# ---- kulisch_to_float_seq ----
Figure 1. Sequential cells grouped by signal name (kulisch_to_float_seq).
Bar = 20 um. Other sequential cells in the stronger grey, the rest of the logic in the fainter grey.
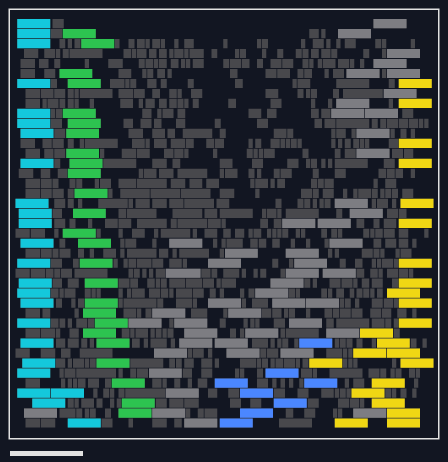

## config.mk

```make
export PLATFORM = sky130hd
export DESIGN_NAME = kulisch_to_float_seq
export DESIGN_NICKNAME = d
export VERILOG_FILES = /design/src/rtl/kulisch_to_float_seq_pkg.sv /design/src/rtl/kulisch_to_float_seq_lzd.sv /design/src/rtl/kulisch_to_float_seq.sv
export SDC_FILE = /design/constraint.sdc
export NUM_CORES = 1
export LEC_CHECK = 0
export CORE_UTILIZATION = 61
export CTS_BUF_LIST = sky130_fd_sc_hd__clkbuf_16
export CTS_CLUSTER_DIAMETER = 120
export DETAILED_ROUTE_END_ITERATION = 12
export DONT_BUFFER_PORTS = 1
export HOLD_SLACK_MARGIN = 0.02
export PLACE_DENSITY = 0.77
export RECOVER_POWER = 100
export SLEW_MARGIN = 20
export SYNTH_ARGS = -nofsm -noshare
export SYNTH_HDL_FRONTEND = slang
export SYNTH_SLANG_ARGS = --single-unit
```

## constraint.sdc

```tcl
create_clock -name clock -period 7.6 [get_ports clock]
set_clock_uncertainty 0.1 [all_clocks]
set_input_delay 1.14 -clock clock [delete_from_list [all_inputs] [get_ports clock]]
set_output_delay 1.14 -clock clock [all_outputs]
set_load 0.005 [all_outputs]
```

## src/rtl/kulisch_to_float_seq_pkg.sv

```systemverilog
// kulisch_to_float_seq_pkg: FSM state codes and width helpers for the Kulisch-to-float converter
package kulisch_to_float_seq_pkg;
    localparam logic [2:0] S_IDLE  = 3'd0;
    localparam logic [2:0] S_ABS   = 3'd1;
    localparam logic [2:0] S_SCAN  = 3'd2;
    localparam logic [2:0] S_NORM  = 3'd3;
    localparam logic [2:0] S_ROUND = 3'd4;
    localparam logic [2:0] S_OUT   = 3'd5;

    function automatic int get_bits(input int non_frac, input int frac);
        return non_frac + frac;
    endfunction

    function automatic int get_bias(input int exp_w);
        return (1 << (exp_w - 1)) - 1;
    endfunction

    function automatic int get_num_chunks(input int bits, input int chunk);
        return (bits + chunk - 1) / chunk;
    endfunction

    function automatic int get_idx_width(input int n);
        return n > 1 ? $clog2(n) : 1;
    endfunction
endpackage

```

## src/rtl/kulisch_to_float_seq_lzd.sv

```systemverilog
// kulisch_chunk_lzd: combinational leading-one detector over one scan chunk
module kulisch_chunk_lzd
    import kulisch_to_float_seq_pkg::*;
#(
    parameter int CHUNK = 8,
    parameter int PW    = get_idx_width(CHUNK)
) (
    input  logic [CHUNK-1:0] chunk,
    output logic             found,
    output logic [PW-1:0]    pos
);
    // Highest set bit wins because later iterations overwrite earlier ones
    always_comb begin
        found = |chunk;
        pos = '0;
        for (int i = 0; i < CHUNK; i++)
            if (chunk[i]) pos = PW'(i);
    end
endmodule

```

## src/rtl/kulisch_to_float_seq.sv

```systemverilog
// kulisch_to_float_seq: multi-cycle Kulisch accumulator to IEEE-style float read-out (RNE); KULISCH_TO_FLOAT_DENORMAL_EN enables subnormal output
module kulisch_to_float_seq
    import kulisch_to_float_seq_pkg::*;
#(
    parameter int ACC_NON_FRAC = 13,
    parameter int ACC_FRAC     = 12,
    parameter int EXP          = 8,
    parameter int FRAC         = 23,
    parameter int CHUNK        = 8
) (
    input  logic                                          clock,
    input  logic                                          reset,
    input  logic                                          in_is_inf,
    input  logic                                          in_is_overflow,
    input  logic                                          in_overflow_sign,
    input  logic [get_bits(ACC_NON_FRAC, ACC_FRAC)-1:0]   in_bits,
    input  logic                                          in_valid,
    output logic                                          in_ready,
    output logic                                          out_valid,
    input  logic                                          out_ready,
    output logic                                          out_sign,
    output logic [EXP-1:0]                                out_exp,
    output logic [FRAC-1:0]                               out_frac,
    output logic                                          out_inexact
);
    localparam int BITS = get_bits(ACC_NON_FRAC, ACC_FRAC);
    localparam int NCH  = get_num_chunks(BITS, CHUNK);
    localparam int PAD  = NCH * CHUNK;
    localparam int PW   = get_idx_width(CHUNK);
    localparam int IW   = get_idx_width(NCH);
    localparam int QW   = get_idx_width(BITS);
    localparam int W    = BITS + FRAC + 2;
    localparam int BIAS = get_bias(EXP);
    localparam int MAXE = (1 << EXP) - 1;

    logic [2:0]             state;
    logic                   is_inf, is_ovf, ovf_sign, sign, zero;
    logic [BITS-1:0]        raw;
    logic [PAD-1:0]         mag;
    logic [IW-1:0]          idx;
    logic [QW-1:0]          p;
    logic signed [31:0]     e;
    logic [FRAC:0]          mant;
    logic                   guard, sticky;

    logic [CHUNK-1:0]       chunk;
    logic                   found;
    logic [PW-1:0]          pos;
    logic [QW-1:0]          p_next;
    logic [BITS-1:0]        umag;
    logic [W-1:0]           ext;
    logic                   up, carry;
    logic [FRAC+1:0]        r;
    logic signed [31:0]     biased;
    logic                   res_sign, res_inexact;
    logic [EXP-1:0]         res_exp;
    logic [FRAC-1:0]        res_frac;

    assign in_ready  = state == S_IDLE;
    assign out_valid = state == S_OUT;

    // Select the current chunk (MSB chunk first) and map its leading one back to an unpadded bit index
    always_comb begin
        chunk = CHUNK'(mag >> (PAD - CHUNK - CHUNK * int'(idx)));
        p_next = QW'(BITS - CHUNK - CHUNK * int'(idx) + int'(pos));
    end

    kulisch_chunk_lzd #(.CHUNK(CHUNK), .PW(PW)) lzd (
        .chunk(chunk),
        .found(found),
        .pos  (pos)
    );

    // Left-align the magnitude so the leading one lands on the top (hidden) bit
    always_comb begin
        umag = BITS'(mag >> (PAD - BITS));
        ext = W'(umag) << (W - 1 - int'(p));
    end

    // Round-to-nearest-even on the normalized mantissa, folding a carry-out into the exponent
    always_comb begin
        up = guard & (sticky | mant[0]);
        r = {1'b0, mant} + (FRAC+2)'(up);
        carry = r[FRAC+1];
        biased = e + BIAS + int'(carry);
    end

`ifdef KULISCH_TO_FLOAT_DENORMAL_EN
    localparam int L = FRAC + 3;
    logic signed [31:0] dshift;
    logic [2*L-1:0]     wide;
    logic [FRAC:0]      dm, dr;
    logic               dg, ds;

    // Subnormal path: shift mantissa/guard/sticky right by 1-biased, then round again
    always_comb begin
        dshift = 1 - (e + BIAS);
        wide = {mant, guard, sticky, L'(0)} >> (dshift > L ? L : dshift);
        dm = wide[2*L-1 -: FRAC+1];
        dg = wide[L+1];
        ds = |wide[L:0];
        dr = dm + (FRAC+1)'(dg & (ds | dm[0]));
    end
`endif

    // Final result selection; specials override the scanned value
    always_comb begin
        res_sign = sign;
        res_exp = EXP'(biased);
        res_frac = carry ? r[FRAC:1] : r[FRAC-1:0];
        res_inexact = guard | sticky;
        if (is_inf) begin
            res_sign = 1'b0;
            res_exp = '1;
            res_frac = FRAC'(1) << (FRAC - 1);
            res_inexact = 1'b0;
        end else if (is_ovf) begin
            res_sign = ovf_sign;
            res_exp = '1;
            res_frac = '0;
            res_inexact = 1'b1;
        end else if (zero) begin
            res_sign = 1'b0;
            res_exp = '0;
            res_frac = '0;
            res_inexact = 1'b0;
        end else if (biased >= MAXE) begin
            res_exp = '1;
            res_frac = '0;
            res_inexact = 1'b1;
`ifdef KULISCH_TO_FLOAT_DENORMAL_EN
        end else if (e + BIAS <= 0) begin
            res_exp = EXP'(dr[FRAC]);
            res_frac = dr[FRAC-1:0];
            res_inexact = dg | ds;
`else
        end else if (biased <= 0) begin
            res_exp = '0;
            res_frac = '0;
            res_inexact = 1'b1;
`endif
        end
    end

    // Conversion FSM: IDLE -> ABS -> SCAN -> NORM -> ROUND -> OUT
    always_ff @(posedge clock or posedge reset) begin
        if (reset) begin
            state <= S_IDLE;
            is_inf <= 1'b0;
            is_ovf <= 1'b0;
            ovf_sign <= 1'b0;
            sign <= 1'b0;
            zero <= 1'b0;
            raw <= '0;
            mag <= '0;
            idx <= '0;
            p <= '0;
            e <= '0;
            mant <= '0;
            guard <= 1'b0;
            sticky <= 1'b0;
            out_sign <= 1'b0;
            out_exp <= '0;
            out_frac <= '0;
            out_inexact <= 1'b0;
        end else begin
            case (state)
                S_IDLE: if (in_valid) begin
                    is_inf <= in_is_inf;
                    is_ovf <= in_is_overflow;
                    ovf_sign <= in_overflow_sign;
                    sign <= in_bits[BITS-1];
                    raw <= in_bits;
                    state <= S_ABS;
                end
                S_ABS: begin
                    mag <= PAD'(sign ? -raw : raw) << (PAD - BITS);
                    idx <= '0;
                    zero <= 1'b0;
                    state <= S_SCAN;
                end
                S_SCAN: if (found) begin
                    p <= p_next;
                    state <= S_NORM;
                end else if (idx == IW'(NCH - 1)) begin
                    zero <= 1'b1;
                    state <= S_NORM;
                end else begin
                    idx <= idx + 1'b1;
                end
                S_NORM: begin
                    e <= int'(p) - ACC_FRAC;
                    mant <= ext[W-1 -: FRAC+1];
                    guard <= ext[BITS];
                    sticky <= |ext[BITS-1:0];
                    state <= S_ROUND;
                end
                S_ROUND: begin
                    out_sign <= res_sign;
                    out_exp <= res_exp;
                    out_frac <= res_frac;
                    out_inexact <= res_inexact;
                    state <= S_OUT;
                end
                S_OUT: if (out_ready) state <= S_IDLE;
                default: state <= S_IDLE;
            endcase
        end
    end
endmodule

```

# ---- hash_share_arbiter ----
File: src/rtl/hash_share_arbiter.sv
// Purpose: shares one SHAKE hash core plus RAM between N_REQ requesters. Start
//          pulses are latched, the core is granted round-robin, and exactly one
//          o_hash_start is issued per grant.
// Latency: a start sampled in IDLE gives o_grant/o_hash_start 1 cycle later;
//          ack -> next o_hash_start takes at least 3 cycles (RELEASE, IDLE, START).
// Backpressure: requests that arrive while the core is owned wait in a pending
//          register. Data handshakes pass straight through to/from the owner.
//
// Ports (requester r owns slice [r*W +: W] of every packed per-requester vector):
//   i_clk, i_rst_n             clock, synchronous active-low reset
//   i_req_*                    per-requester start, data, lengths, ready, force-done
//   o_req_*                    per-requester address, rd_en, digest data/valid, ack
//   o_hash_* / i_hash_*        the single shared core port
//   o_grant                    one-hot owner, 0 when idle
//   o_busy                     high whenever the FSM is outside IDLE
//   o_err                      sticky: owner pulsed start again while in START/BUSY
module hash_share_arbiter #(
    parameter int N_REQ    = 2,
    parameter int IO_WIDTH = 32,
    parameter int ADDR_W   = 10
) (
    input  logic                         i_clk,
    input  logic                         i_rst_n,

    // Requester side
    input  logic [N_REQ-1:0]             i_req_start,
    input  logic [N_REQ*IO_WIDTH-1:0]    i_req_data_in,
    input  logic [N_REQ*32-1:0]          i_req_input_length,
    input  logic [N_REQ*32-1:0]          i_req_output_length,
    input  logic [N_REQ-1:0]             i_req_data_out_ready,
    input  logic [N_REQ-1:0]             i_req_force_done,
    output logic [N_REQ*ADDR_W-1:0]      o_req_addr,
    output logic [N_REQ-1:0]             o_req_rd_en,
    output logic [N_REQ*IO_WIDTH-1:0]    o_req_data_out,
    output logic [N_REQ-1:0]             o_req_data_out_valid,
    output logic [N_REQ-1:0]             o_req_force_done_ack,

    // Core side
    output logic [IO_WIDTH-1:0]          o_hash_data_in,
    input  logic [ADDR_W-1:0]            i_hash_addr,
    input  logic                         i_hash_rd_en,
    input  logic [IO_WIDTH-1:0]          i_hash_data_out,
    input  logic                         i_hash_data_out_valid,
    output logic                         o_hash_data_out_ready,
    output logic [31:0]                  o_hash_input_length,
    output logic [31:0]                  o_hash_output_length,
    output logic                         o_hash_start,
    output logic                         o_hash_force_done,
    input  logic                         i_hash_force_done_ack,

    // Status
    output logic [N_REQ-1:0]             o_grant,
    output logic                         o_busy,
    output logic                         o_err
);

    localparam int IDX_W = $clog2(N_REQ);

    localparam logic [1:0] S_IDLE    = 2'd0;
    localparam logic [1:0] S_START   = 2'd1;
    localparam logic [1:0] S_BUSY    = 2'd2;
    localparam logic [1:0] S_RELEASE = 2'd3;

    logic [1:0]       state_q, state_d;
    logic [N_REQ-1:0] pending_q, pending_d;
    logic [N_REQ-1:0] grant_q, grant_d;
    logic [IDX_W-1:0] rr_q, rr_d;
    logic             err_q, err_d;

    logic [N_REQ-1:0] req;
    logic [N_REQ-1:0] win_oh;
    logic [IDX_W-1:0] g_idx;
    logic [IDX_W-1:0] rr_next;

    assign req = pending_q | i_req_start;

    // Round-robin pick: first set bit of req scanning rr, rr+1, ... modulo N_REQ.
    // The sum is one bit wider than the index so the wrap works for N_REQ = 3.
    always_comb begin
        logic             found;
        logic [IDX_W:0]   sum;
        logic [IDX_W-1:0] idx;
        win_oh = '0;
        found  = 1'b0;
        sum    = '0;
        idx    = '0;
        for (int i = 0; i < N_REQ; i++) begin
            sum = {1'b0, rr_q} + (IDX_W+1)'(i);
            if (sum >= (IDX_W+1)'(N_REQ)) begin
                sum = sum - (IDX_W+1)'(N_REQ);
            end
            idx = sum[IDX_W-1:0];
            if (!found && req[idx]) begin
                win_oh[idx] = 1'b1;
                found       = 1'b1;
            end
        end
    end

    // Binary index of the current owner; grant_q is one-hot or zero.
    always_comb begin
        g_idx = '0;
        for (int r = 0; r < N_REQ; r++) begin
            if (grant_q[r]) begin
                g_idx = IDX_W'(r);
            end
        end
    end

    // Pointer moves to the requester after the one being released.
    always_comb begin
        logic [IDX_W:0] inc;
        inc = {1'b0, g_idx} + (IDX_W+1)'(1);
        if (inc >= (IDX_W+1)'(N_REQ)) begin
            rr_next = '0;
        end else begin
            rr_next = inc[IDX_W-1:0];
        end
    end

    always_comb begin
        state_d   = state_q;
        pending_d = pending_q;
        grant_d   = grant_q;
        rr_d      = rr_q;
        err_d     = err_q;
        case (state_q)
            S_IDLE: begin
                pending_d = pending_q | i_req_start;
                if (|req) begin
                    grant_d = win_oh;
                    state_d = S_START;
                end
            end
            S_START, S_BUSY: begin
                // A restart from the owner is a protocol error and is dropped;
                // anyone else simply queues. Re-pulses from already pending
                // requesters merge into the same bit.
                pending_d = pending_q | (i_req_start & ~grant_q);
                if (|(i_req_start & grant_q)) begin
                    err_d = 1'b1;
                end
                if (state_q == S_START) begin
                    // The core cannot have finished a job it has not seen yet,
                    // so an ack here is ignored.
                    state_d = S_BUSY;
                end else if (i_hash_force_done_ack) begin
                    state_d = S_RELEASE;
                end
            end
            S_RELEASE: begin
                // The owner's job is over, so a start it raises in this cycle
                // is a fresh request and is kept (set wins over clear).
                pending_d = (pending_q & ~grant_q) | i_req_start;
                rr_d      = rr_next;
                grant_d   = '0;
                state_d   = S_IDLE;
            end
            default: begin
                state_d = S_IDLE;
                grant_d = '0;
            end
        endcase
    end

    always_ff @(posedge i_clk) begin
        if (!i_rst_n) begin
            state_q   <= S_IDLE;
            pending_q <= '0;
            grant_q   <= '0;
            rr_q      <= '0;
            err_q     <= 1'b0;
        end else begin
            state_q   <= state_d;
            pending_q <= pending_d;
            grant_q   <= grant_d;
            rr_q      <= rr_d;
            err_q     <= err_d;
        end
    end

    // Routing: an AND-OR mux on the one-hot grant, so everything is 0 when idle
    // and only the owner's slices ever carry core traffic.
    always_comb begin
        o_hash_data_in        = '0;
        o_hash_input_length   = '0;
        o_hash_output_length  = '0;
        o_hash_data_out_ready = 1'b0;
        o_hash_force_done     = 1'b0;
        o_req_addr            = '0;
        o_req_rd_en           = '0;
        o_req_data_out        = '0;
        o_req_data_out_valid  = '0;
        o_req_force_done_ack  = '0;
        for (int r = 0; r < N_REQ; r++) begin
            if (grant_q[r]) begin
                o_hash_data_in        = i_req_data_in[r*IO_WIDTH +: IO_WIDTH];
                o_hash_input_length   = i_req_input_length[r*32 +: 32];
                o_hash_output_length  = i_req_output_length[r*32 +: 32];
                o_hash_data_out_ready = i_req_data_out_ready[r];
                o_hash_force_done     = i_req_force_done[r];
                o_req_addr[r*ADDR_W +: ADDR_W]       = i_hash_addr;
                o_req_rd_en[r]                       = i_hash_rd_en;
                o_req_data_out[r*IO_WIDTH +: IO_WIDTH] = i_hash_data_out;
                o_req_data_out_valid[r]              = i_hash_data_out_valid;
                o_req_force_done_ack[r]              = i_hash_force_done_ack;
            end
        end
    end

    assign o_hash_start = (state_q == S_START);
    assign o_busy       = (state_q != S_IDLE);
    assign o_grant      = grant_q;
    assign o_err        = err_q;

endmodule
File: config.mk
export PLATFORM = sky130hd
export DESIGN_NAME = hash_share_arbiter
export DESIGN_NICKNAME = d
export VERILOG_FILES = /design/src/rtl/hash_share_arbiter.sv
export SDC_FILE = /design/constraint.sdc
export NUM_CORES = 1
export LEC_CHECK = 0
export CAP_MARGIN = 40
export CORE_AREA = 2 2 171 173
export CTS_BUF_LIST = sky130_fd_sc_hd__clkbuf_8
export DETAILED_ROUTE_END_ITERATION = 6
export DIE_AREA = 0 0 173 175
export PLACE_DENSITY = 0.42
export SLEW_MARGIN = 25
export SYNTH_ARGS = -nofsm -noshare
export SYNTH_HDL_FRONTEND = slang
export SYNTH_SLANG_ARGS = --single-unit
File: constraint.sdc
create_clock -name i_clk -period 3.8 [get_ports i_clk]
set_clock_uncertainty 0.05 [all_clocks]
set_input_delay 0.76 -clock i_clk [delete_from_list [all_inputs] [get_ports i_clk]]
set_output_delay 0.76 -clock i_clk [all_outputs]
set_load 0.01 [all_outputs]
# ---- dmem_store_buffer_flat ----
<file path="src/rtl/dmem_store_buffer_if.sv">
// CPU-side and memory-side signal bundle for the data-memory store buffer.
// The buffer takes the slave view; the CPU/memory environment takes the master view.
interface dmem_store_buffer_if #(
   parameter int AW = 6,
   parameter int DW = 16
);
   logic          cpu_wr_en;
   logic          cpu_rd_en;
   logic [AW-1:0] cpu_addr;
   logic [DW-1:0] cpu_wdata;
   logic [DW-1:0] cpu_rdata;
   logic          cpu_stall;
   logic          mem_wr_en;
   logic          mem_rd_en;
   logic [AW-1:0] mem_addr;
   logic [DW-1:0] mem_wdata;
   logic [DW-1:0] mem_rdata;
   logic          empty;

   modport slave (
      input  cpu_wr_en, cpu_rd_en, cpu_addr, cpu_wdata, mem_rdata,
      output cpu_rdata, cpu_stall, mem_wr_en, mem_rd_en, mem_addr, mem_wdata, empty
   );

   modport master (
      output cpu_wr_en, cpu_rd_en, cpu_addr, cpu_wdata, mem_rdata,
      input  cpu_rdata, cpu_stall, mem_wr_en, mem_rd_en, mem_addr, mem_wdata, empty
   );
endinterface

</file>
<file path="src/rtl/dmem_store_buffer.sv">
// Posted-write FIFO between the core and data memory: stores retire when the port is idle,
// loads have port priority and are forwarded from the newest matching buffered store.
module dmem_store_buffer #(
   parameter int DEPTH = 4,
   parameter int AW    = 6,
   parameter int DW    = 16
) (
   input logic                clk,
   input logic                rst,
   dmem_store_buffer_if.slave bus
);
   localparam int          PW   = $clog2(DEPTH);
   localparam logic [PW:0] FULL = (PW+1)'(DEPTH);

   logic [AW-1:0] addrMem_q [DEPTH];
   logic [DW-1:0] dataMem_q [DEPTH];
   logic [PW-1:0] wrPtr_q, wrPtr_d;
   logic [PW-1:0] rdPtr_q, rdPtr_d;
   logic [PW:0]   count_q, count_d;

   logic          isFull;
   logic          accept;
   logic          drain;
   logic          fwdHit;
   logic [DW-1:0] fwdData;

   assign isFull = (count_q == FULL);
   assign accept = !rst && bus.cpu_wr_en && !isFull;
   assign drain  = !rst && !bus.cpu_rd_en && (count_q != '0);

   // Walk oldest to newest so the last match seen is the newest store to that address.
   always_comb begin
      fwdHit  = 1'b0;
      fwdData = '0;
      for (int i = 0; i < DEPTH; i++) begin
         if (((PW+1)'(i) < count_q) && (addrMem_q[rdPtr_q + PW'(i)] == bus.cpu_addr)) begin
            fwdHit  = 1'b1;
            fwdData = dataMem_q[rdPtr_q + PW'(i)];
         end
      end
   end

   always_comb begin
      wrPtr_d = wrPtr_q;
      rdPtr_d = rdPtr_q;
      count_d = count_q;
      if (accept) begin
         wrPtr_d = wrPtr_q + 1'b1;
      end
      if (drain) begin
         rdPtr_d = rdPtr_q + 1'b1;
      end
      if (accept && !drain) begin
         count_d = count_q + 1'b1;
      end else if (!accept && drain) begin
         count_d = count_q - 1'b1;
      end
   end

   always_ff @(posedge clk) begin
      if (rst) begin
         wrPtr_q <= '0;
         rdPtr_q <= '0;
         count_q <= '0;
      end else begin
         wrPtr_q <= wrPtr_d;
         rdPtr_q <= rdPtr_d;
         count_q <= count_d;
      end
   end

   // Entry contents need no reset; count alone decides which entries are valid.
   always_ff @(posedge clk) begin
      if (accept) begin
         addrMem_q[wrPtr_q] <= bus.cpu_addr;
         dataMem_q[wrPtr_q] <= bus.cpu_wdata;
      end
   end

   assign bus.cpu_stall = !rst && bus.cpu_wr_en && isFull;
   assign bus.mem_rd_en = !rst && bus.cpu_rd_en;
   assign bus.mem_wr_en = drain;
   assign bus.mem_addr  = bus.mem_rd_en ? bus.cpu_addr :
                          drain         ? addrMem_q[rdPtr_q] : '0;
   assign bus.mem_wdata = drain ? dataMem_q[rdPtr_q] : '0;
   assign bus.cpu_rdata = !bus.mem_rd_en ? '0 :
                          fwdHit         ? fwdData : bus.mem_rdata;
   assign bus.empty     = rst || (count_q == '0);
endmodule

</file>
<file path="src/flat_wrapper.sv">
// flat-port wrapper written by rule: the top's interface ports become plain ports
module dmem_store_buffer_flat 
#(
   parameter int DEPTH = 4,
   parameter int AW    = 6,
   parameter int DW    = 16
)
  (clk, rst, bus_cpu_wr_en, bus_cpu_rd_en, bus_cpu_addr, bus_cpu_wdata, bus_mem_rdata, bus_cpu_rdata, bus_cpu_stall, bus_mem_wr_en, bus_mem_rd_en, bus_mem_addr, bus_mem_wdata, bus_empty);
  dmem_store_buffer_if #(.AW(AW), .DW(DW)) bus_i ();
  input logic clk;
  input logic rst;
  input wire logic [$bits(bus_i.cpu_wr_en)-1:0] bus_cpu_wr_en;
  input wire logic [$bits(bus_i.cpu_rd_en)-1:0] bus_cpu_rd_en;
  input wire logic [$bits(bus_i.cpu_addr)-1:0] bus_cpu_addr;
  input wire logic [$bits(bus_i.cpu_wdata)-1:0] bus_cpu_wdata;
  input wire logic [$bits(bus_i.mem_rdata)-1:0] bus_mem_rdata;
  output wire logic [$bits(bus_i.cpu_rdata)-1:0] bus_cpu_rdata;
  output wire logic [$bits(bus_i.cpu_stall)-1:0] bus_cpu_stall;
  output wire logic [$bits(bus_i.mem_wr_en)-1:0] bus_mem_wr_en;
  output wire logic [$bits(bus_i.mem_rd_en)-1:0] bus_mem_rd_en;
  output wire logic [$bits(bus_i.mem_addr)-1:0] bus_mem_addr;
  output wire logic [$bits(bus_i.mem_wdata)-1:0] bus_mem_wdata;
  output wire logic [$bits(bus_i.empty)-1:0] bus_empty;
  assign bus_i.cpu_wr_en = bus_cpu_wr_en;
  assign bus_i.cpu_rd_en = bus_cpu_rd_en;
  assign bus_i.cpu_addr = bus_cpu_addr;
  assign bus_i.cpu_wdata = bus_cpu_wdata;
  assign bus_i.mem_rdata = bus_mem_rdata;
  assign bus_cpu_rdata = bus_i.cpu_rdata;
  assign bus_cpu_stall = bus_i.cpu_stall;
  assign bus_mem_wr_en = bus_i.mem_wr_en;
  assign bus_mem_rd_en = bus_i.mem_rd_en;
  assign bus_mem_addr = bus_i.mem_addr;
  assign bus_mem_wdata = bus_i.mem_wdata;
  assign bus_empty = bus_i.empty;
  dmem_store_buffer #(.DEPTH(DEPTH), .AW(AW), .DW(DW)) u_core (.clk(clk), .rst(rst), .bus(bus_i));
endmodule
</file>
<file path="config.mk">
export PLATFORM = sky130hd
export DESIGN_NAME = dmem_store_buffer_flat
export DESIGN_NICKNAME = d
export VERILOG_FILES = /design/src/rtl/dmem_store_buffer_if.sv /design/src/rtl/dmem_store_buffer.sv /design/src/flat_wrapper.sv
export SDC_FILE = /design/constraint.sdc
export NUM_CORES = 1
export LEC_CHECK = 0
export ABC_AREA = 1
export CAP_MARGIN = 25
export CELL_PAD_IN_SITES_DETAIL_PLACEMENT = 2
export CELL_PAD_IN_SITES_GLOBAL_PLACEMENT = 2
export CORE_MARGIN = 2
export CORE_UTILIZATION = 39
export CTS_BUF_LIST = sky130_fd_sc_hd__clkbuf_16
export CTS_CLUSTER_DIAMETER = 60
export DETAILED_ROUTE_END_ITERATION = 10
export DONT_BUFFER_PORTS = 1
export GPL_TIMING_DRIVEN = 0
export MAX_ROUTING_LAYER = met4
export PLACE_DENSITY = 0.95
export SYNTH_ARGS = -nofsm -noshare
export SYNTH_HDL_FRONTEND = slang
export SYNTH_SLANG_ARGS = --single-unit
</file>
<file path="constraint.sdc">
create_clock -name clk -period 4.4 [get_ports clk]
set_clock_uncertainty 0.1 [all_clocks]
set_input_delay 0.66 -clock clk [delete_from_list [all_inputs] [get_ports clk]]
set_output_delay 0.66 -clock clk [all_outputs]
set_load 0.05 [all_outputs]
</file>
# ---- tinker_prefetch_queue ----
==> config.mk <==
export PLATFORM = sky130hd
export DESIGN_NAME = tinker_prefetch_queue
export DESIGN_NICKNAME = d
export VERILOG_FILES = /design/src/rtl/tinker_pkg.sv /design/src/rtl/tinker_sync_fifo.sv /design/src/rtl/tinker_prefetch_queue.sv
export SDC_FILE = /design/constraint.sdc
export NUM_CORES = 1
export LEC_CHECK = 0
export ABC_AREA = 0
export CORE_MARGIN = 3
export CORE_UTILIZATION = 53
export CTS_BUF_LIST = sky130_fd_sc_hd__clkbuf_8 sky130_fd_sc_hd__clkbuf_16
export DETAILED_ROUTE_END_ITERATION = 8
export HOLD_SLACK_MARGIN = 0.06
export PLACE_DENSITY = 0.77
export SYNTH_ARGS = -nofsm -noshare
export SYNTH_HDL_FRONTEND = slang
export SYNTH_HIERARCHICAL = 1
export SYNTH_SLANG_ARGS = --single-unit
==> constraint.sdc <==
create_clock -name clk -period 13.8 [get_ports clk]
set_input_delay 3.45 -clock clk [delete_from_list [all_inputs] [get_ports clk]]
set_output_delay 3.45 -clock clk [all_outputs]
set_load 0.02 [all_outputs]
==> src/rtl/tinker_pkg.sv <==
// Shared types and constants for the tinker instruction prefetch stage.
package tinker_pkg;

    localparam int unsigned INSTR_W = 32;
    localparam int unsigned PC_W    = 64;
    localparam logic [PC_W-1:0] TINKER_RESET_PC = 64'h2000;

    typedef enum logic [1:0] {
        IDLE,
        WAIT,
        DISCARD
    } pf_state_t;

    // One queued fetch: the PC it was fetched from and the returned word.
    typedef struct packed {
        logic [PC_W-1:0]    pc;
        logic [INSTR_W-1:0] instr;
    } fetch_entry_t;

endpackage

==> src/rtl/tinker_sync_fifo.sv <==
// Small synchronous FIFO of {pc, instr} entries with flush; head is read combinationally.
module tinker_sync_fifo
    import tinker_pkg::*;
#(
    parameter int unsigned DEPTH = 4
) (
    input  logic                         clk,
    input  logic                         reset,
    input  logic                         push,
    input  logic                         pop,
    input  logic                         flush,
    input  fetch_entry_t                 push_data,
    output fetch_entry_t                 head_data,
    output logic [$clog2(DEPTH+1)-1:0]   count
);

    localparam int unsigned PTR_W = $clog2(DEPTH);
    localparam int unsigned CNT_W = $clog2(DEPTH + 1);

    fetch_entry_t     slots [DEPTH];
    logic [PTR_W-1:0] rd_ptr;
    logic [PTR_W-1:0] wr_ptr;

    // Flush shares the reset path: the whole queue is discarded at once.
    always_ff @(posedge clk) begin
        if (reset || flush) begin
            rd_ptr <= '0;
            wr_ptr <= '0;
            count  <= '0;
        end else begin
            if (push) wr_ptr <= wr_ptr + PTR_W'(1);
            if (pop)  rd_ptr <= rd_ptr + PTR_W'(1);
            count <= count + CNT_W'(push) - CNT_W'(pop);
        end
    end

    always_ff @(posedge clk) begin
        if (push && !flush) slots[wr_ptr] <= push_data;
    end

    assign head_data = slots[rd_ptr];

endmodule

==> src/rtl/tinker_prefetch_queue.sv <==
// Instruction prefetch: sequential fetch over a req/ack port into a small queue,
// with redirect flush and halt. At most one fetch is in flight and it always has a reserved slot.
module tinker_prefetch_queue
    import tinker_pkg::*;
#(
    parameter int unsigned      DEPTH    = 4,
    parameter logic [PC_W-1:0]  RESET_PC = TINKER_RESET_PC
) (
    input  logic                        clk,
    input  logic                        reset,
    input  logic                        redirect_valid,
    input  logic [PC_W-1:0]             redirect_pc,
    input  logic                        halt,
    output logic                        mem_req,
    output logic [PC_W-1:0]             mem_addr,
    input  logic                        mem_ack,
    input  logic [INSTR_W-1:0]          mem_rdata,
    output logic                        inst_valid,
    output logic [INSTR_W-1:0]          inst_data,
    output logic [PC_W-1:0]             inst_pc,
    input  logic                        inst_ready,
    output logic [$clog2(DEPTH+1)-1:0]  q_count
);

    localparam int unsigned CNT_W = $clog2(DEPTH + 1);

    pf_state_t        state;
    logic [PC_W-1:0]  fetch_pc;
    logic             push;
    logic             pop;
    logic [CNT_W-1:0] count_n;
    logic             has_space;
    fetch_entry_t     push_entry;
    fetch_entry_t     head;

    assign inst_valid = (q_count != '0);
    assign pop        = inst_valid && inst_ready && !redirect_valid;
    assign push       = (state == WAIT) && mem_ack && !redirect_valid;
    assign count_n    = q_count + CNT_W'(1) - CNT_W'(pop);
    assign has_space  = (q_count < CNT_W'(DEPTH));
    assign push_entry = '{pc: fetch_pc, instr: mem_rdata};
    assign inst_data  = head.instr;
    assign inst_pc    = head.pc;

    tinker_sync_fifo #(
        .DEPTH (DEPTH)
    ) u_fifo (
        .clk       (clk),
        .reset     (reset),
        .push      (push),
        .pop       (pop),
        .flush     (redirect_valid),
        .push_data (push_entry),
        .head_data (head),
        .count     (q_count)
    );

    // Fetch FSM; redirect overrides ack, halt and pop.
    always_ff @(posedge clk) begin
        if (reset) begin
            state    <= IDLE;
            fetch_pc <= RESET_PC;
            mem_req  <= 1'b0;
            mem_addr <= RESET_PC;
        end else if (redirect_valid) begin
            fetch_pc <= redirect_pc & ~PC_W'(3);
            case (state)
                WAIT: begin
                    if (mem_ack) begin
                        mem_req <= 1'b0;
                        state   <= IDLE;
                    end else begin
                        state   <= DISCARD;
                    end
                end
                DISCARD: begin
                    // An ack arriving with the redirect still retires the stale request.
                    if (mem_ack) begin
                        mem_req <= 1'b0;
                        state   <= IDLE;
                    end
                end
                default: ;
            endcase
        end else begin
            case (state)
                IDLE: begin
                    if (!halt && has_space) begin
                        mem_req  <= 1'b1;
                        mem_addr <= fetch_pc;
                        state    <= WAIT;
                    end
                end
                WAIT: begin
                    if (mem_ack) begin
                        fetch_pc <= fetch_pc + PC_W'(4);
                        if (!halt && count_n < CNT_W'(DEPTH)) begin
                            mem_addr <= fetch_pc + PC_W'(4);
                        end else begin
                            mem_req <= 1'b0;
                            state   <= IDLE;
                        end
                    end
                end
                DISCARD: begin
                    if (mem_ack) begin
                        mem_req <= 1'b0;
                        state   <= IDLE;
                    end
                end
                default: state <= IDLE;
            endcase
        end
    end

endmodule

Figure 2. The clock network (hash_share_arbiter).
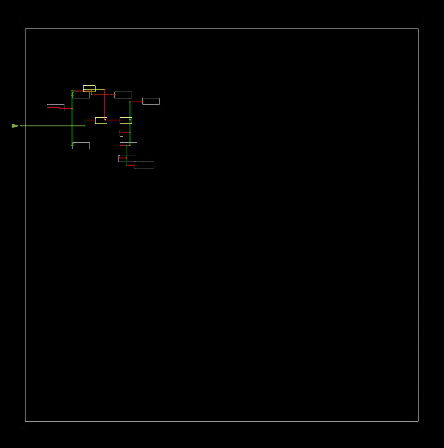
Insertion Delay late pin: 0.23 ns
Num CTS Buffers: 3
flop count: 8
Clock Sink Count: 8

==> run summary, hash_share_arbiter <==
Outcome: completed
Peak supply drop: 0.0002169 V
Top FF cell, synth: dfxtp_1
Min-delay src: o_err
Post-CTS Repair Setup Buffers: 0
Reg2Reg Depth: 5
Slew Limit Fails: 0
Gate Count Post-Synth: 274
MUX share of area: 0%
Die area: 30280 um^2
DRT Pass-1 Iters: 4
Commonest Layout Cell: clkdlybuf4s50_1
R2R Setup Slk: 2.07 ns
Met2 WL post-DR: 8.243 mm
DR vias: 3778
[hash_share_arbiter: area by class of cell]
type / instances / area (um^2) / share of cell area (%)
timing repair buffer: 441 / 4417 / 64.51
clock buffer: 3 / 41.29 / 0.6031
multi-input combinational: 227 / 1718 / 25.09
sequential: 8 / 163.9 / 2.394
clock inverter: 1 / 3.754 / 0.05482
tap: 384 / 480.5 / 7.018
inverter: 6 / 22.52 / 0.3289
[hash_share_arbiter: flip-flops by register name, summed over array words and instances (netlist names)]
name       cells
o_grant        2
o_err          1
pending_q      2
rr_q           1
state_q        2
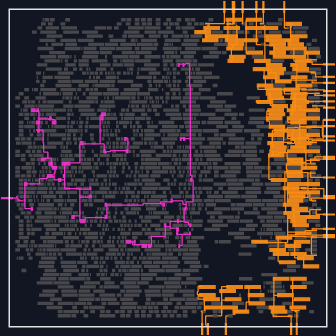
Figure 3: tinker_prefetch_queue, wires at chosen ports, followed through buffers.
Key: orange = mem_rdata [bits 32, direction input, edge 20 east, 7 north, 5 south, end cells 128, buffers 32, wire 1700 um]; magenta = redirect_valid [bits 1, direction input, edge west, end cells 48, buffers 2, wire 623 um]

Figure 4. Sequential cells grouped by signal name (tinker_prefetch_queue).
Bar = 50 um. Other sequential cells in the stronger grey, the rest of the logic in the fainter grey.
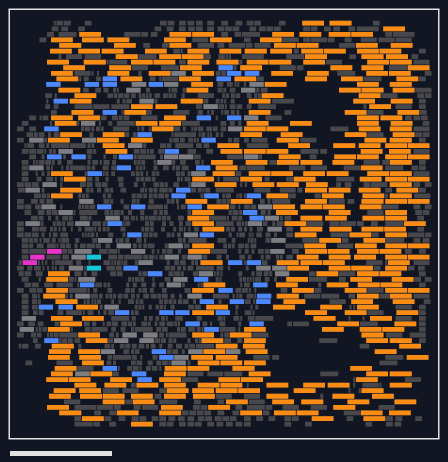
Key: blue = fetch_pc [flops 62]; magenta = u_fifo/count [flops 3]; cyan = u_fifo/wr_ptr [flops 2]; orange = u_fifo/slots [flops 384, where all over the die]
Another 69 sequential cells are not coloured.

==> run summary, tinker_prefetch_queue <==
Reg2reg end: mem_addr[61]
Adder-cell share of the synthesized area: 0.6640%
Most instantiated cells after synthesis: edfxtp_1, dfxtp_1, mux4_2
Hold-fix buffers, CTS: 0
P_int: 2673 uW
Min-delay src: mem_req
Logic area: 6963 um^2
Register share of total power: 51.3%
FP Core Util: 54.27%
Post-CTS Repair Setup Buffers: 0
TNS Setup: 0 ns
Met3 Track Usage GR: 4.834%
Clock Path Buffers: 3
Worst setup margin: 6.306 ns
R2R Setup Slk: 9.53 ns
Met3 WL: 5.004 mm
Outcome: completed
RePlAce Congestion: 0.8941
==> tinker_prefetch_queue: kinds of logic (layout without fill, tap and decap cells) <==
family,Yosys count,in the layout
xor gates and xnor gates,68,68
and+or+nand+nor,384,384
adders and majority gates,11,11
DFF,520,520
muxes,101,101
buffers and inverters,153,402
other,1,11
AOI/OAI and AO/OA,270,270
==> tinker_prefetch_queue: flip-flops by register name (all words and copies together) (netlist names), named ones only <==
register and cells:
mem_req 1, u_fifo/count 3, u_fifo/slots 384, mem_addr 62, u_fifo/rd_ptr 2, fetch_pc 62, state 2, u_fifo/wr_ptr 2
Figure 5. Cells by drive strength (kulisch_to_float_seq).
Bar = 20 um.
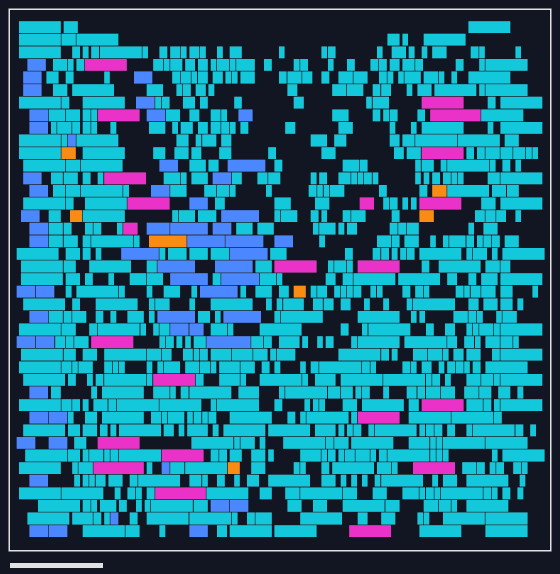
Key: magenta = drive 6 and up [cells 22]; cyan = drive 1 or less [cells 765]; orange = drive 3 to 4 [cells 7]; blue = drive 2 [cells 57]
Signal buffers: 4
Final Cell Area: 8577 um^2

Figure 6. Wires at chosen ports, followed through buffers (kulisch_to_float_seq).
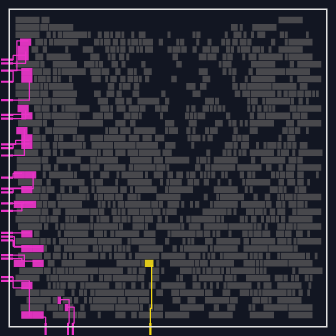
Key: magenta = in_bits [bits 25, direction input, edge 22 west, 3 south, end cells 25, buffers 0, wire 253 um]; yellow = out_valid [bits 1, direction output, edge south, end cells 1, buffers 0, wire 22.9 um]

About Figure 1:
Key: cyan = raw [flops 24]; yellow = out_frac [flops 23]; green = mag [flops 25]; blue = out_exp [flops 8, where south]
Seq group: 1460 uW
Core Util, Final: 67.42%

==> run summary, kulisch_to_float_seq <==
Max Cap Viol: 3
Post-synth EDFFs: 0
Post-cts sizing count: 0
Fraction of layout instances using a drive strength above 1: 10.11%
WP data required: 7.81 ns
Comb area share: 51.74%
Dominant kind of cell: combinational gates
TNS Setup: 0 ns
Reg2Reg Depth: 9
CTS tree: yes
Reg with most FFs: mag
Failing checks: max-capacitance violations, max-slew violations
Slew Limit Fails: 129
Logic area: 4438 um^2
Max power group: combinational cells
Outcome: finished with violations
ClkCell Share: 6.900%
# diodes: 0
==> kulisch_to_float_seq: cells by family after synthesis <==
family | count (synthesis) | share of synthesized area (%)
flip-flops | 129 | 40.31
AND/OR/NAND/NOR | 306 | 17.66
buffers and inverters | 74 | 3.953
multiplexers | 88 | 14.03
adder cells (fa/ha/maj) | 13 | 2.031
XOR/XNOR | 50 | 5.469
AND-OR/OR-AND | 208 | 16.55
Figure 7. Wires at chosen ports, followed through buffers (dmem_store_buffer_flat).
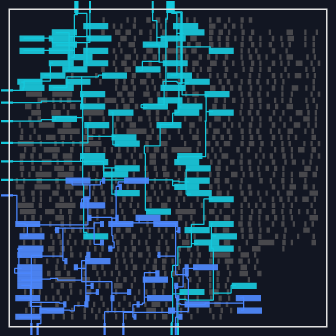
Key: blue = bus_cpu_addr [bits 6, direction input, edge 5 south, 1 west, end cells 54, buffers 0, wire 708 um]; cyan = bus_cpu_wdata [bits 16, direction input, edge 8 north, 6 west, 2 south, end cells 64, buffers 0, wire 1160 um]
IO Port Bufs: 0
IO Count: 84

==> run summary, dmem_store_buffer_flat <==
Combinational power: 1330 uW
Most common cell in the netlist: nand2_1
Fraction of layout instances using a drive strength above 1: 12.17%
Worst path slowest cell: nor2_2
R2r startpoint: u_core.count_q[0]
Relative slew slack: 27.15%
GRT Overall Usage: 34.48%
Post-synth seq share: 39.70%
Top cells, area: edfxtp_1, nand2_1, inv_1
Die Y: 139.0 um
Yosys cell count: 1004
Drc violations: 0
Syn-to-layout area delta: 10.70%
TNS Setup: 0 ns
Commonest Layout Cell: nand2_1
Outcome: completed
Area post-placement: 7526 um^2
Dpl hpwl: 24.17 mm
Final Non-Filler Cells: 1256
Root buf cell: clkbuf_16
RePlAce Congestion: 0.8976
Largest logic family: simple AND/OR/NAND/NOR gates
Clock Path Buffers: 2
# diodes: 0
Insertion Delay late pin: 0.37 ns
Reg2reg end: u_core.count_q[2]
Async set or reset register ratio after synthesis: 0%
CTS tree: yes
Yosys Warn Count: 0
Dominant cell area share: 37.17%
Worst setup margin: 0.08117 ns
Routed len/inst: 25.94 um
GRT overflow: 0
FP Core Util: 39.71%
Top sig layer: met4
Met3 WL: 2.970 mm
Floorplan Nets: 1055
P_sw: 1438 uW
Logic pwr share: 41.2%
Met3 Track Usage GR: 7.700%
Core ar.: 17900 um^2
Critical path startpoint: u_core.count_q[0]
Most instantiated cells after synthesis: nand2_1, inv_1, edfxtp_1
dmem_store_buffer_flat: flip-flops by register name, summed over array words and instances, names as in the netlist, named ones only:
name and count:
u_core.addrMem_q 24, u_core.dataMem_q 64, u_core.wrPtr_q 2, u_core.rdPtr_q 2, u_core.count_q 3
dmem_store_buffer_flat: area by class of cell:
class                      instances  area share [%]
buffer                            53           3.704
sequential                        97           35.87
inverter                         119           5.707
clock buffer                       9           2.862
timing repair buffer               7           1.320
multi-input combinational        735           46.12
clock inverter                     7          0.7790
tap                              229           3.641


==> screenshots <==
Cells by drive strength.
Bar = 50 um.
panel A
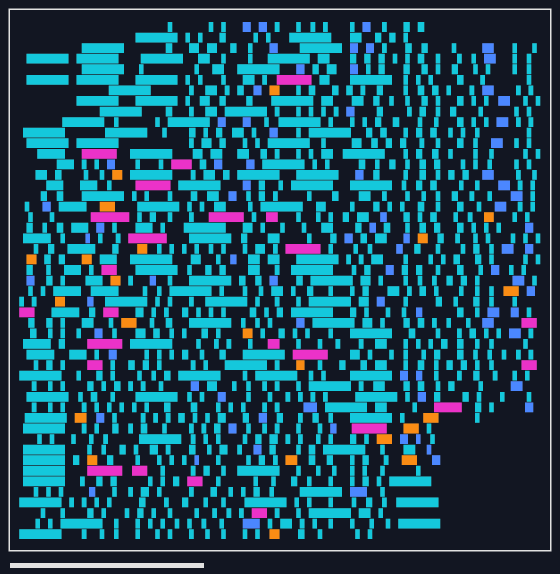
panel B
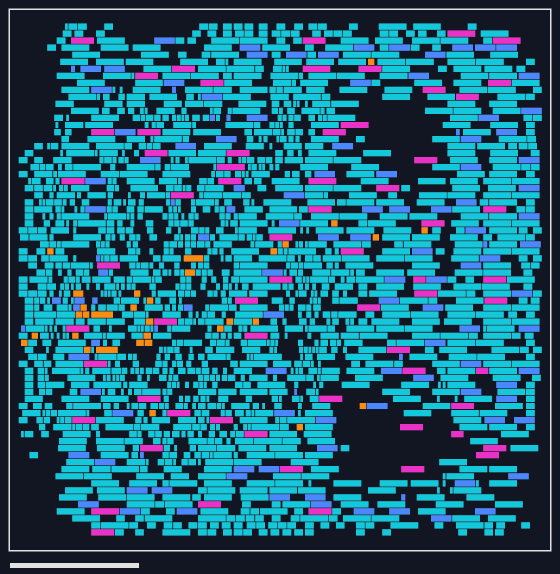
panel C
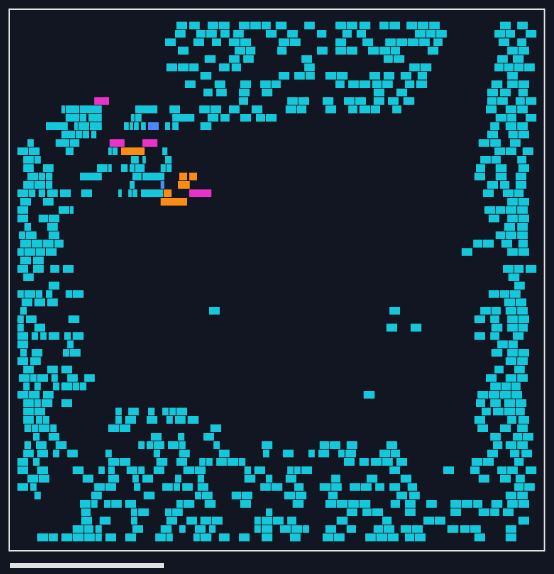
The one with the largest die is panel B.
Panel A comes from dmem_store_buffer_flat.
Panel B comes from tinker_prefetch_queue.
Panel C comes from hash_share_arbiter.


## Gallery

Wiring by layer.
shot_01.png
Bar = 50 um.
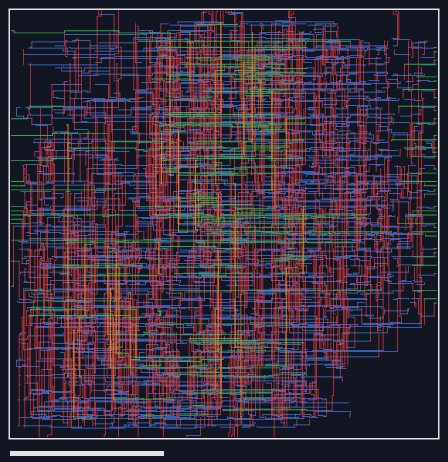
shot_02.png
Bar = 50 um.
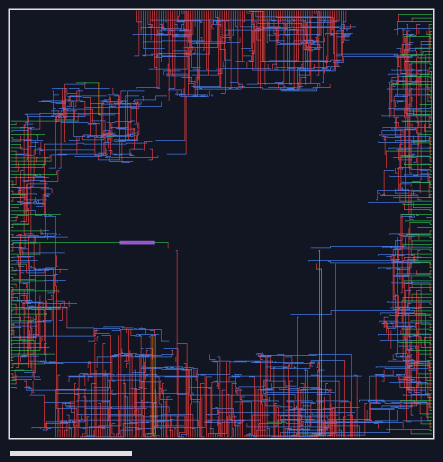
shot_03.png
Bar = 50 um.
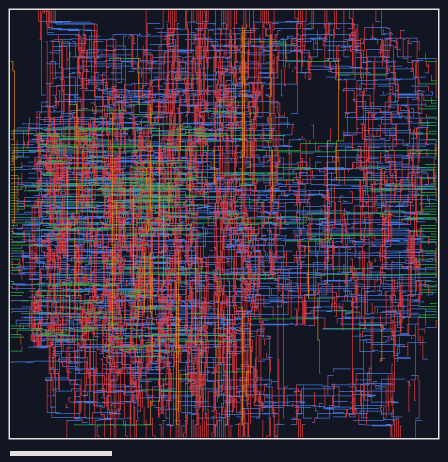
shot_04.png
Bar = 20 um.
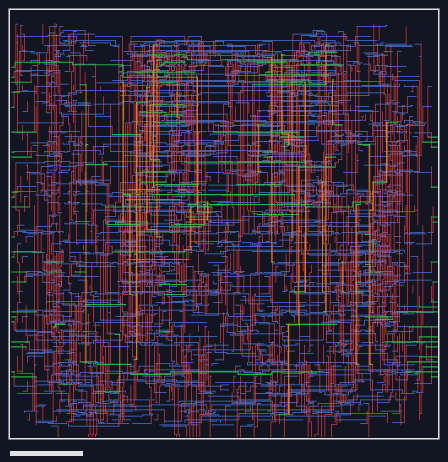
The one with the largest die is shot_03.png.
shot_01.png is dmem_store_buffer_flat.
shot_04.png is kulisch_to_float_seq.
shot_03.png is tinker_prefetch_queue.
shot_02.png is hash_share_arbiter.

Power is estimated from default activity; no workload was simulated.
